=== design 1 ===
Figure 1. Pin placement (design 1).
Pins as bars across the die edge, other pins in grey.
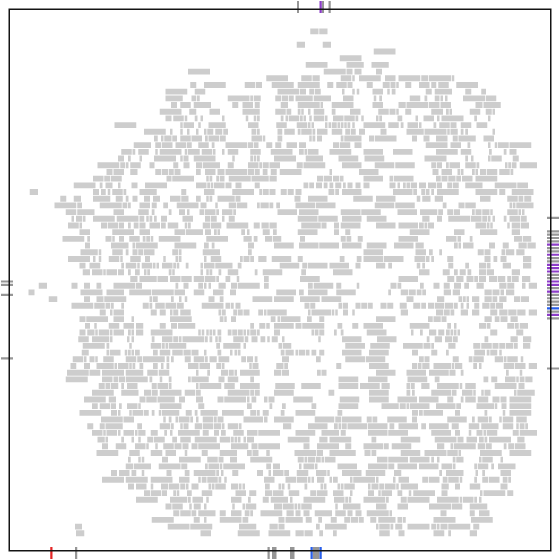
Figure 2. Signal metal coverage by tile (design 1).
Bar = 50 µm. The die is cut into 22 by 22 equal tiles; dark blue is low, red is high, scaled to the fullest tile. Values are wire area over tile area, all layers added.
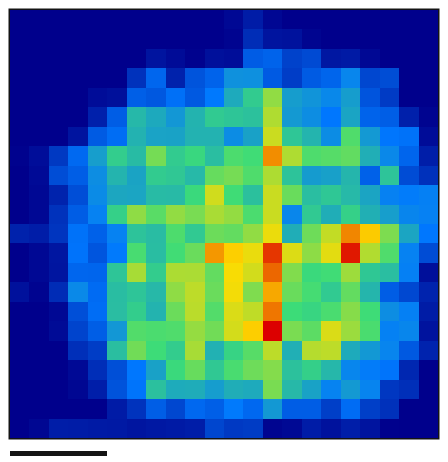
## src/rtl/dest_scoreboard.sv

```systemverilog
// dest_scoreboard: per-register pending-write counters for the general and float files,
// with issue back-pressure, writeback bypass on source lookups, flush and sticky underflow.
module dest_scoreboard #(
   parameter int REG_W   = 5,
   parameter int CNT_W   = 2,
   parameter int NUM_SRC = 3,
   parameter int NUM_WB  = 2
) (
   input  logic                              clk,
   input  logic                              reset,
   input  logic                              issue_valid,
   input  logic                              issue_general,
   input  logic                              issue_float,
   input  logic [REG_W-1:0]                  issue_reg_num,
   output logic                              issue_ready,
   input  logic [NUM_SRC-1:0]                src_float,
   input  logic [NUM_SRC-1:0][REG_W-1:0]     src_reg_num,
   output logic [NUM_SRC-1:0]                src_busy,
   input  logic [NUM_WB-1:0]                 wb_valid,
   input  logic [NUM_WB-1:0]                 wb_float,
   input  logic [NUM_WB-1:0][REG_W-1:0]      wb_reg_num,
   input  logic                              flush,
   output logic                              any_pending,
   output logic                              err_underflow
);
   localparam int NREG = 2**REG_W;
   localparam int MAXC = 2**CNT_W - 1;
   logic [CNT_W-1:0] cnt_q [2][NREG];
   logic [CNT_W-1:0] cnt_d [2][NREG];
   logic err_q, err_d, uf, has_tgt;
   // General register 0 is hardwired: its writebacks never match anything.
   function automatic int hits(input logic f, input logic [REG_W-1:0] r);
      int n = 0;
      for (int j = 0; j < NUM_WB; j++)
         if (wb_valid[j] && wb_float[j] == f && wb_reg_num[j] == r && (f || r != '0)) n++;
      return n;
   endfunction
   assign has_tgt = (issue_general ^ issue_float) && (issue_float || issue_reg_num != '0);
   assign issue_ready = !(has_tgt && int'(cnt_q[issue_float][issue_reg_num]) == MAXC
                          && hits(issue_float, issue_reg_num) == 0);
   assign err_underflow = err_q;
   always_comb begin
      src_busy = '0;
      for (int i = 0; i < NUM_SRC; i++)
         src_busy[i] = int'(cnt_q[src_float[i]][src_reg_num[i]]) > hits(src_float[i], src_reg_num[i]);
   end
   always_comb begin
      any_pending = 1'b0;
      for (int f = 0; f < 2; f++)
         for (int r = 0; r < NREG; r++)
            any_pending = any_pending | (|cnt_q[f][r]);
   end
   // Issue and writebacks to one register are netted before saturating at zero.
   always_comb begin
      uf = 1'b0;
      for (int f = 0; f < 2; f++)
         for (int r = 0; r < NREG; r++) begin
            int v;
            v = int'(cnt_q[f][r]) - hits(1'(f), REG_W'(r))
              + ((issue_valid && issue_ready && has_tgt && issue_float == 1'(f)
                  && issue_reg_num == REG_W'(r)) ? 1 : 0);
            if (v < 0) uf = 1'b1;
            cnt_d[f][r] = flush ? '0 : (v < 0 ? '0 : CNT_W'(v));
         end
      err_d = err_q | (uf & ~flush);
   end
   always_ff @(posedge clk or posedge reset) begin
      if (reset) begin
         cnt_q <= '{default: '0};
         err_q <= 1'b0;
      end else begin
         cnt_q <= cnt_d;
         err_q <= err_d;
      end
   end
endmodule

```

## config.mk

```make
export PLATFORM = sky130hd
export DESIGN_NAME = dest_scoreboard
export DESIGN_NICKNAME = d
export VERILOG_FILES = /design/src/rtl/dest_scoreboard.sv
export SDC_FILE = /design/constraint.sdc
export NUM_CORES = 1
export LEC_CHECK = 0
export CAP_MARGIN = 20
export CORE_MARGIN = 5
export CORE_UTILIZATION = 39
export DETAILED_ROUTE_END_ITERATION = 10
export PLACE_DENSITY = 0.6
export SLEW_MARGIN = 20
export SYNTH_ARGS = -nofsm -noshare
export SYNTH_HDL_FRONTEND = slang
export SYNTH_SLANG_ARGS = --single-unit
```

## constraint.sdc

```tcl
create_clock -name clk -period 6.9 [get_ports clk]
set_input_delay 1.38 -clock clk [delete_from_list [all_inputs] [get_ports clk]]
set_output_delay 1.38 -clock clk [all_outputs]
set_load 0.01 [all_outputs]
```

==> results_dict.tcl <==
# yosys + openroad results
set metrics [dict create \
    pin_count 49 \
    clockRootBuffer "clkbuf_16" \
    cp_max_fo 19 \
    synth_warnings 0 \
    synth_area_um2 17100 \
    endpoint_kind "output pin" \
    path_delay_family "buffers and inverters" \
    wl_met2_um 27600 \
    nWellTaps 585 \
    comb-cell-share 0.656 \
    topCombFamilyByArea "adder cells" \
    dr.pass1.iters 5 \
    dp_cells 2344 \
    place_congestion 0.996 \
    slew-limit-headroom 0.338 \
    avgSynthCellArea_um2 9.82 \
    synthesis.nets 2112 \
    p_leak_nw 8.09 \
    top_power_group "clock" \
    met3_length_um 6580 \
    postSynthSeqShare 0.189 \
    hold_buffers 0 \
    cts-resized-gates 0 \
    power.switching_uw 694 \
    status "complete, no violations" \
]
About Figure 1:
[wb_reg_num] purple | pins: 10 | direction: input | edge: 9 east, 1 north
[clk] red | pins: 1 | direction: input | edge: south
[src_float] blue | pins: 3 | direction: input | edge: 2 south, 1 east
all pins by edge: 29 east, 12 south, 4 west, 4 north
Vert. Die Dim: 220 µm
PortBufs: 48

About Figure 2:
nearly empty tiles: 24%
tiles over half the peak: 22%
mean over tiles: 0.22
densest ninth of the die: centre
fullest tile: 0.81
wire per inst: 26.4 µm
Via Count: 14600
gr usage total: 0.265

sequential cells by signal, summed over array words and instances, names as in the netlist:
signal         cells
cnt_q            128
err_underflow      1
synth_stat cells, types with 5 or more instances:
cell type,number,area share
nor2b_1,12,0.0044
nor3b_1,126,0.055
nor4_1,52,0.019
mux4_2,130,0.17
inv_1,263,0.058
nand4_1,69,0.025
a31oi_1,63,0.023
buf_2,13,0.0038
mux2i_1,12,0.0070
buf_1,5,0.0011
o211ai_1,16,0.0070
xnor2_1,106,0.054
xor2_1,6,0.0031
fa_1,63,0.074
a21oi_1,21,0.0061
nand3_1,41,0.012
clkbuf_1,78,0.017
dfrtp_1,129,0.19
nand4b_1,16,0.0082
ha_1,262,0.19
nand2_1,42,0.0092
nor3_1,16,0.0047
and2_1,13,0.0048
nor2_1,149,0.033
path summary, 6_finish.rpt:
check | slack, ps | cells after the start | to | from
worst max-delay path | 450 | 9 | src_busy[1] | src_reg_num[5]
min in group asynchronous | 1460 | 2 | cnt_q[47] | reset
max in group asynchronous | 4350 | 3 | cnt_q[126] | reset
worst min-delay path | 560 | 1 | err_underflow | err_underflow
worst min register to register | 560 | 1 | err_underflow | err_underflow
worst max register to register | 2350 | 18 | err_underflow | cnt_q[87]

=== design 2 ===
File: src/rtl/pll_lock_ctrl.sv
// Lock supervisor for one or more PLL_B instances on the camera/pixel path.
// It sequences PLL reset, qualifies lock, recovers from lock loss and can bypass the PLLs on failure.
module pll_lock_ctrl #(
    parameter int NUM_PLL        = 2,
    parameter int DELAY_W        = 8,
    parameter int RESET_CYCLES   = 16,
    parameter int LOCK_TIMEOUT   = 4096,
    parameter int STABLE_CYCLES  = 256,
    parameter int MAX_RETRY      = 3,
    parameter bit BYPASS_ON_FAIL = 1'b1
) (
    input  logic                       clk,
    input  logic                       reset,
    input  logic                       start,
    input  logic [NUM_PLL*DELAY_W-1:0] delay_in,
    input  logic                       delay_upd,
    input  logic [NUM_PLL-1:0]         pll_lock,
    output logic [NUM_PLL-1:0]         pll_reset_n,
    output logic [NUM_PLL*DELAY_W-1:0] pll_dyndelay,
    output logic                       pll_bypass,
    output logic                       ready,
    output logic                       fail,
    output logic                       lost_lock,
    output logic [1:0]                 retry_cnt,
    output logic [2:0]                 state_o
);

    localparam int HW = $clog2(RESET_CYCLES + 1);
    localparam int TW = $clog2(LOCK_TIMEOUT + 1);
    localparam int SW = $clog2(STABLE_CYCLES + 1);

    localparam logic [HW-1:0] HOLD_LAST  = HW'(RESET_CYCLES - 1);
    localparam logic [TW-1:0] TO_LAST    = TW'(LOCK_TIMEOUT - 1);
    localparam logic [SW-1:0] ST_LAST    = SW'(STABLE_CYCLES - 1);
    localparam logic [1:0]    RETRY_LAST = 2'(MAX_RETRY - 1);

    typedef enum logic [2:0] {
        S_IDLE   = 3'd0,
        S_HOLD   = 3'd1,
        S_WAIT   = 3'd2,
        S_STABLE = 3'd3,
        S_RUN    = 3'd4,
        S_FAIL   = 3'd5
    } state_t;

    state_t state, nxt;

    logic [NUM_PLL-1:0] lock_meta, lock_sync;
    logic               all_lock;
    logic [HW-1:0]      hold_cnt;
    logic [TW-1:0]      to_cnt;
    logic [SW-1:0]      st_cnt;
    logic               latch_dly, clr_retry, inc_retry, loss;
    logic               rel_n;

    // LOCK is asynchronous to clk; two flops per bit before any use
    always_ff @(posedge clk or posedge reset) begin
        if (reset) begin
            lock_meta <= '0;
            lock_sync <= '0;
        end else begin
            lock_meta <= pll_lock;
            lock_sync <= lock_meta;
        end
    end

    assign all_lock = &lock_sync;

    always_comb begin
        nxt       = state;
        latch_dly = 1'b0;
        clr_retry = 1'b0;
        inc_retry = 1'b0;
        loss      = 1'b0;
        unique case (state)
            S_IDLE, S_FAIL: begin
                if (start) begin
                    nxt       = S_HOLD;
                    latch_dly = 1'b1;
                    clr_retry = 1'b1;
                end
            end
            S_HOLD: begin
                if (hold_cnt == HOLD_LAST)
                    nxt = S_WAIT;
            end
            S_WAIT: begin
                if (all_lock) begin
                    nxt = S_STABLE;
                end else if (to_cnt == TO_LAST) begin
                    inc_retry = 1'b1;
                    nxt = (retry_cnt == RETRY_LAST) ? S_FAIL : S_HOLD;
                end
            end
            S_STABLE: begin
                if (!all_lock)
                    nxt = S_WAIT;
                else if (st_cnt == ST_LAST)
                    nxt = S_RUN;
            end
            S_RUN: begin
                // lock loss outranks a delay update, but the delay still lands
                if (!all_lock) begin
                    nxt       = S_HOLD;
                    loss      = 1'b1;
                    clr_retry = 1'b1;
                    latch_dly = delay_upd;
                end else if (delay_upd) begin
                    nxt       = S_HOLD;
                    latch_dly = 1'b1;
                end
            end
            default: nxt = S_IDLE;
        endcase
    end

    assign rel_n = (nxt == S_WAIT) || (nxt == S_STABLE) || (nxt == S_RUN);

    always_ff @(posedge clk or posedge reset) begin
        if (reset) begin
            state        <= S_IDLE;
            hold_cnt     <= '0;
            to_cnt       <= '0;
            st_cnt       <= '0;
            retry_cnt    <= 2'd0;
            pll_reset_n  <= '0;
            pll_dyndelay <= '0;
            pll_bypass   <= 1'b0;
            ready        <= 1'b0;
            fail         <= 1'b0;
            lost_lock    <= 1'b0;
        end else begin
            state    <= nxt;
            hold_cnt <= (state == S_HOLD)   ? hold_cnt + 1'b1 : '0;
            to_cnt   <= (state == S_WAIT)   ? to_cnt + 1'b1   : '0;
            st_cnt   <= (state == S_STABLE) ? st_cnt + 1'b1   : '0;
            if (clr_retry)
                retry_cnt <= 2'd0;
            else if (inc_retry && retry_cnt != 2'd3)
                retry_cnt <= retry_cnt + 2'd1;
            // outputs follow the next state so the PLL pins change cleanly
            pll_reset_n <= {NUM_PLL{rel_n}};
            pll_bypass  <= BYPASS_ON_FAIL && (nxt == S_FAIL);
            ready       <= (nxt == S_RUN);
            fail        <= (nxt == S_FAIL);
            lost_lock   <= loss;
            if (latch_dly)
                pll_dyndelay <= delay_in;
        end
    end

    assign state_o = state;

endmodule

File: config.mk
export PLATFORM = sky130hd
export DESIGN_NAME = pll_lock_ctrl
export DESIGN_NICKNAME = d
export VERILOG_FILES = /design/src/rtl/pll_lock_ctrl.sv
export SDC_FILE = /design/constraint.sdc
export NUM_CORES = 1
export LEC_CHECK = 0
export CAP_MARGIN = 25
export CORE_MARGIN = 1
export CORE_UTILIZATION = 51
export CTS_CLUSTER_SIZE = 16
export DETAILED_ROUTE_END_ITERATION = 6
export GPL_TIMING_DRIVEN = 0
export PLACE_DENSITY_LB_ADDON = 0.08
export SLEW_MARGIN = 20
export SYNTH_ARGS = -nofsm -noshare
export SYNTH_HDL_FRONTEND = slang
export SYNTH_SLANG_ARGS = --single-unit
File: constraint.sdc
create_clock -name clk -period 2.53 [get_ports clk]
set_input_delay 0.253 -clock clk [delete_from_list [all_inputs] [get_ports clk]]
set_output_delay 0.253 -clock clk [all_outputs]
set_load 0.03 [all_outputs]
Figure 3. Cell classes on the final placement (design 2).
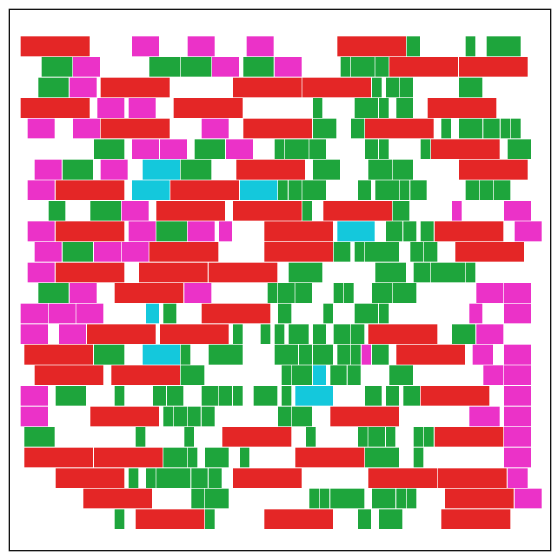
[registers] red | cells: 56 | share of their area: 46%
[remaining logic cells] green | cells: 155 | share of their area: 33%
[remaining buffers and delay cells] magenta | cells: 56 | share of their area: 18%
[clock drivers and dummy loads] cyan | cells: 8 | share of their area: 3.1%
flop share of the area: 0.452
num rows: 24
final instance area: 3100 µm²

Figure 4. Congestion heat map (design 2).
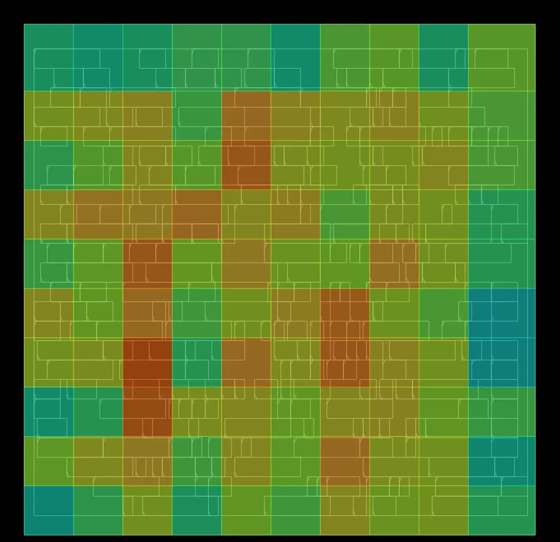
Top Usage Layer GRT: met2
gr usage total: 0.193

==> results_dict.tcl <==
# yosys + openroad results
set metrics [dict create \
    cts-resized-gates 0 \
    yosysTopAreaCell "dfrtp_1" \
    grt_pass1_vias 1746 \
    final-clk-cell-share 0.0299 \
    swShare 0.362 \
    drive_gt1_frac 0.124 \
    ys.flop_type "dfrtp_1" \
    cts.clk_slew.worst_paths_ps 90 \
    critPathRequiredTime_ps 2720 \
    cts_buffers 5 \
    dr.pass1.iters 4 \
    die_y_um 71.5 \
    num-multi-input-gates 142 \
    cp-start-kind "flip-flop" \
    logic_area_um2 958 \
    inverters 13 \
    crit_arrival_ps 2340 \
    yosysUniqueCellTypes 38 \
    postSynthSeqShare 0.570 \
    yosysCellCount 219 \
    finalSetupTns_ps 0 \
    buffers 56 \
    status "complete, no violations" \
    grtUsageMet1 0.252 \
]
Figure 5. Sequential cells coloured by netlist name (design 2).
Bar = 20 µm. Other sequential cells in the stronger grey, the rest of the logic in the fainter grey.
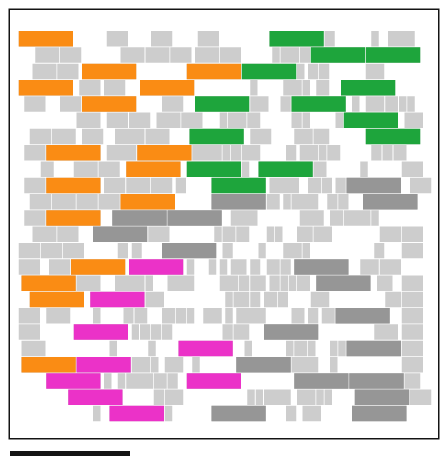
[pll_dyndelay] orange | sequential cells: 16
[to_cnt] green | sequential cells: 13
[st_cnt] magenta | sequential cells: 9 | where: south-west
not coloured: 18
register area: 1400 µm²
seq pwr: 1.21 mW
fin util: 0.688

flip-flops by register name, indices dropped and copies added (netlist names):
register,flops
state_o,3
retry_cnt,2
fail,1
hold_cnt,5
lost_lock,1
pll_reset_n,1
lock_sync,2
ready,1
pll_dyndelay,16
st_cnt,9
to_cnt,13
lock_meta,2
layer usage:
| metal | share of wire | vias to the layer above |
|---|---|---|
| met5 | 0 | - |
| met4 | 0.0080 | 0 |
| met3 | 0.073 | 4 |
| met2 | 0.45 | 51 |
| met1 | 0.47 | 801 |
| li1 | - | 851 |
cells by family after synthesis:
| logic type | share of synthesized area |
|---|---|
| AND-OR/OR-AND | 0.0590 |
| flip-flops | 0.570 |
| XOR/XNOR | 0.0534 |
| multiplexers | 0.0732 |
| AND/OR/NAND/NOR | 0.168 |
| buffers and inverters | 0.0407 |
| adder cells (fa/ha/maj) | 0.0356 |
critical path, stage by stage, from the launching register on:
cell	delay, ps
dfrtp_1	400
buf_6	140
xnor2_1	140
nand2_1	70
a21oi_1	550
buf_2	370
mux2_2	370

=== design 3 ===
Figure 6. Metal layers overlaid (design 3).
Bar = 20 µm.
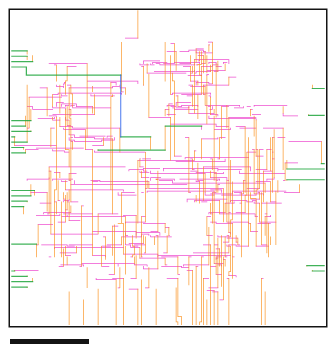
[config.mk]
export PLATFORM = sky130hd
export DESIGN_NAME = cpu_sequencer
export DESIGN_NICKNAME = d
export VERILOG_FILES = /design/src/rtl/cpu_seq_pkg.sv /design/src/rtl/mem_wait_timer.sv /design/src/rtl/cpu_sequencer.sv
export SDC_FILE = /design/constraint.sdc
export NUM_CORES = 1
export LEC_CHECK = 0
export ABC_AREA = 1
export CELL_PAD_IN_SITES_DETAIL_PLACEMENT = 0
export CELL_PAD_IN_SITES_GLOBAL_PLACEMENT = 2
export CORE_MARGIN = 3
export CORE_UTILIZATION = 19
export CTS_BUF_LIST = sky130_fd_sc_hd__clkbuf_4 sky130_fd_sc_hd__clkbuf_8
export CTS_CLUSTER_DIAMETER = 40
export CTS_CLUSTER_SIZE = 12
export DETAILED_ROUTE_END_ITERATION = 10
export PLACE_DENSITY_LB_ADDON = 0.1
export RECOVER_POWER = 25
export SETUP_SLACK_MARGIN = 0.5
export SLEW_MARGIN = 20
export SYNTH_ARGS = -nofsm -noshare
export SYNTH_HDL_FRONTEND = slang
export SYNTH_SLANG_ARGS = --single-unit
[constraint.sdc]
create_clock -name clk -period 1.15 [get_ports clk]
set_input_delay 0.345 -clock clk [delete_from_list [all_inputs] [get_ports clk]]
set_output_delay 0.345 -clock clk [all_outputs]
set_load 0.01 [all_outputs]
[src/rtl/cpu_seq_pkg.sv]
// Shared types and constants for the cpu_sequencer block: state encoding,
// decoder control bundle layout, store mask and memory-wait timeout.
package cpu_seq_pkg;

    localparam int unsigned CTRL_W = 10;
    localparam int unsigned OPC_W  = 5;
    localparam int unsigned TMR_W  = 4;
    localparam int unsigned CNT_W  = 16;

    typedef enum logic [2:0] {
        S_IDLE    = 3'd0,
        S_FETCH   = 3'd1,
        S_DECODE  = 3'd2,
        S_EXEC    = 3'd3,
        S_MEMWAIT = 3'd4,
        S_HALT    = 3'd5
    } state_t;

    localparam logic [OPC_W-1:0] OPC_STP = 5'b11111;
    localparam logic [TMR_W-1:0] TIMEOUT = 4'd15;

    localparam int unsigned IDX_INSTR_WEN2 = 9;
    localparam int unsigned IDX_DATA_WEN1  = 8;
    localparam int unsigned IDX_DATA_WEN2  = 7;
    localparam int unsigned IDX_RD_WEN     = 6;
    localparam int unsigned IDX_RS_WEN     = 5;
    localparam int unsigned IDX_MOVE_FP    = 4;
    localparam int unsigned IDX_PUSH_UP    = 3;
    localparam int unsigned IDX_CNT_EN     = 2;
    localparam int unsigned IDX_PC_SLOAD   = 1;
    localparam int unsigned IDX_RSMUX_SEL  = 0;

    localparam logic [CTRL_W-1:0] STORE_MASK = 10'b1110000000;
    // Bits that stay asserted while a store waits for memory.
    localparam logic [CTRL_W-1:0] WAIT_MASK  = 10'b1110000001;

    typedef struct packed {
        logic instr_wen2;
        logic data_wen1;
        logic data_wen2;
        logic rd_wen;
        logic rs_wen;
        logic move_fp;
        logic push_up;
        logic cnt_en;
        logic pc_sload;
        logic rsmux_sel;
    } ctrl_t;

    function automatic logic has_store(input ctrl_t c);
        return |(CTRL_W'(c) & STORE_MASK);
    endfunction

endpackage

[src/rtl/mem_wait_timer.sv]
// Memory-wait counter: cleared outside MEMWAIT, counts waiting cycles and
// flags the cycle whose increment reaches TIMEOUT.
module mem_wait_timer
    import cpu_seq_pkg::*;
(
    input  logic clk,
    input  logic rst_n,
    input  logic clear,
    input  logic enable,
    output logic expired
);

    logic [TMR_W-1:0] count;

    always_ff @(posedge clk) begin
        if (!rst_n) begin
            count <= '0;
        end else if (clear) begin
            count <= '0;
        end else if (enable && (count != TIMEOUT)) begin
            count <= count + TMR_W'(1);
        end
    end

    assign expired = enable && (count == (TIMEOUT - TMR_W'(1)));

endmodule

[src/rtl/cpu_sequencer.sv]
// Instruction sequencer: fetch/decode/exec with store wait and timeout.
// Optional feature macro: CPU_SEQ_CYCLE_COUNT_EN enables the busy-cycle counter.
module cpu_sequencer
    import cpu_seq_pkg::*;
(
    input  logic              clk,
    input  logic              rst_n,
    input  logic              run,
    input  logic [OPC_W-1:0]  opcode,
    input  logic [CTRL_W-1:0] dec_ctrl,
    input  logic              mem_ready,
    output logic              ir_load,
    output logic [CTRL_W-1:0] ctrl_q,
    output logic              busy,
    output logic              halted,
    output logic              mem_err,
    output logic [CNT_W-1:0]  cycle_count
);

    state_t state, state_nxt;
    ctrl_t  ctl_r;
    logic   rsmux_in;
    logic   store_pend;
    logic   expired;
    logic   mem_err_r;

    mem_wait_timer u_timer (
        .clk     (clk),
        .rst_n   (rst_n),
        .clear   (state != S_MEMWAIT),
        .enable  ((state == S_MEMWAIT) && !mem_ready),
        .expired (expired)
    );

    // An unknown rsmux_sel from the decoder is captured as 0.
    always_comb begin
        rsmux_in = 1'b0;
        if (dec_ctrl[IDX_RSMUX_SEL] == 1'b1) begin
            rsmux_in = 1'b1;
        end
    end

    assign store_pend = has_store(ctl_r) && !mem_ready;

    always_ff @(posedge clk) begin
        if (!rst_n) begin
            state     <= S_IDLE;
            ctl_r     <= '0;
            mem_err_r <= 1'b0;
        end else begin
            state <= state_nxt;
            if (state == S_DECODE) begin
                ctl_r <= ctrl_t'({dec_ctrl[CTRL_W-1:1], rsmux_in});
            end
            if ((state == S_MEMWAIT) && expired) begin
                mem_err_r <= 1'b1;
            end
        end
    end

    always_comb begin
        state_nxt = state;
        case (state)
            S_IDLE:    if (run) state_nxt = S_FETCH;
            S_FETCH:   state_nxt = S_DECODE;
            S_DECODE:  state_nxt = (opcode == OPC_STP) ? S_HALT : S_EXEC;
            S_EXEC: begin
                if (store_pend) state_nxt = S_MEMWAIT;
                else            state_nxt = run ? S_FETCH : S_IDLE;
            end
            S_MEMWAIT: begin
                if (mem_ready)    state_nxt = run ? S_FETCH : S_IDLE;
                else if (expired) state_nxt = S_HALT;
            end
            S_HALT:    state_nxt = S_HALT;
            default:   state_nxt = S_IDLE;
        endcase
    end

    // While a store waits, only store bits and rsmux_sel are driven.
    always_comb begin
        ir_load = 1'b0;
        ctrl_q  = '0;
        busy    = 1'b0;
        halted  = 1'b0;
        case (state)
            S_FETCH: begin
                ir_load = 1'b1;
                busy    = 1'b1;
            end
            S_DECODE: busy = 1'b1;
            S_EXEC, S_MEMWAIT: begin
                busy   = 1'b1;
                ctrl_q = store_pend ? (CTRL_W'(ctl_r) & WAIT_MASK) : CTRL_W'(ctl_r);
            end
            S_HALT:  halted = 1'b1;
            default: ;
        endcase
    end

    assign mem_err = mem_err_r;

`ifdef CPU_SEQ_CYCLE_COUNT_EN
    logic [CNT_W-1:0] cycle_r;

    always_ff @(posedge clk) begin
        if (!rst_n) begin
            cycle_r <= '0;
        end else if (busy && (cycle_r != {CNT_W{1'b1}})) begin
            cycle_r <= cycle_r + CNT_W'(1);
        end
    end

    assign cycle_count = cycle_r;
`else
    assign cycle_count = '0;
`endif

endmodule

==> results_dict.tcl <==
# yosys + openroad results
set metrics [dict create \
    status "finished with violations" \
    violations "setup timing" \
    reg2reg_depth 7 \
    setup_viol 23 \
    avgSynthCellArea_um2 6.47 \
    cp-endpoint "ctrl_q[6]" \
    clock_latency_ps 260 \
    pin_count 49 \
    finalSetupTns_ps -5690 \
    grt_pass1_vias 1127 \
    die-area_um2 6410 \
    synth_area_um2 1040 \
    warning_count 30 \
    slew_viol_final 0 \
    dp_cells 289 \
    adder_share 0.0240 \
    max_freq_mhz 642 \
    path_cells "nor2_4 > nand2_4 > nand2_8 > nand2_1 > nor2_2 > buf_2" \
    layout_setup_ws_ps -407 \
    largestClassByArea "combinational gates" \
    core_um2 5200 \
    postSynthSeqShare 0.346 \
    cts_max_path_buffers 2 \
    place_congestion 0.745 \
    fill_cells 549 \
    topCombFamilyByArea "simple AND/OR/NAND/NOR gates" \
    hold_violations 0 \
    vias_per_cell 3.85 \
    synthAoiAreaFrac 0.106 \
    regToRegSetupSlack_ps -110 \
]
About Figure 6:
[M1] magenta | wire length: 1400 µm
[M3] green | wire length: 172 µm
[M4] blue | wire length: 15.6 µm
[M2] orange | wire length: 1690 µm

layout by cell type (no fill, tap or decap), types with 2 or more instances in the layout:
cell type and count:
ha_2 2, a21oi_1 4, clkdlybuf4s50_1 17, dfxtp_4 3
inv_2 2, a21oi_2 6, nor2_4 10, nand2_4 3
inv_4 5, buf_2 9, inv_1 12, nand3_2 7
nand2_1 18, nor2_1 17, conb_1 16, o21ai_2 7
clkbuf_8 4, dfxtp_2 2, buf_4 28, buf_6 13
nor2_2 14, nand2_2 3, o21ai_1 2, nand3_1 5
nand3_4 2, dfxtp_1 13
power by group:
part           total, mW  internal (mW)  switching (mW)
logic              0.632          0.322           0.310
registers          0.706          0.669          0.0370
clock network      0.543          0.305           0.239
synth_stat cells (all sizes together):
cell | count | area [µm²]
nor2 | 41 | 164
nand4 | 1 | 6.26
a21oi | 11 | 55.1
nand3 | 14 | 70.1
inv | 19 | 71.3
dfxtp | 18 | 360
nand2 | 25 | 96.4
buf | 17 | 131
o21ai | 11 | 55.1
ha | 2 | 25.0
conb | 1 | 3.75
clkbuf | 1 | 3.75
worst max-delay path, delay by kind of cell (launching register included):
kind          cells  cell delay, ps
buf+inv           1             130
simple gates      5             440
flops             1             380

Power and IR drop assume default switching activity.
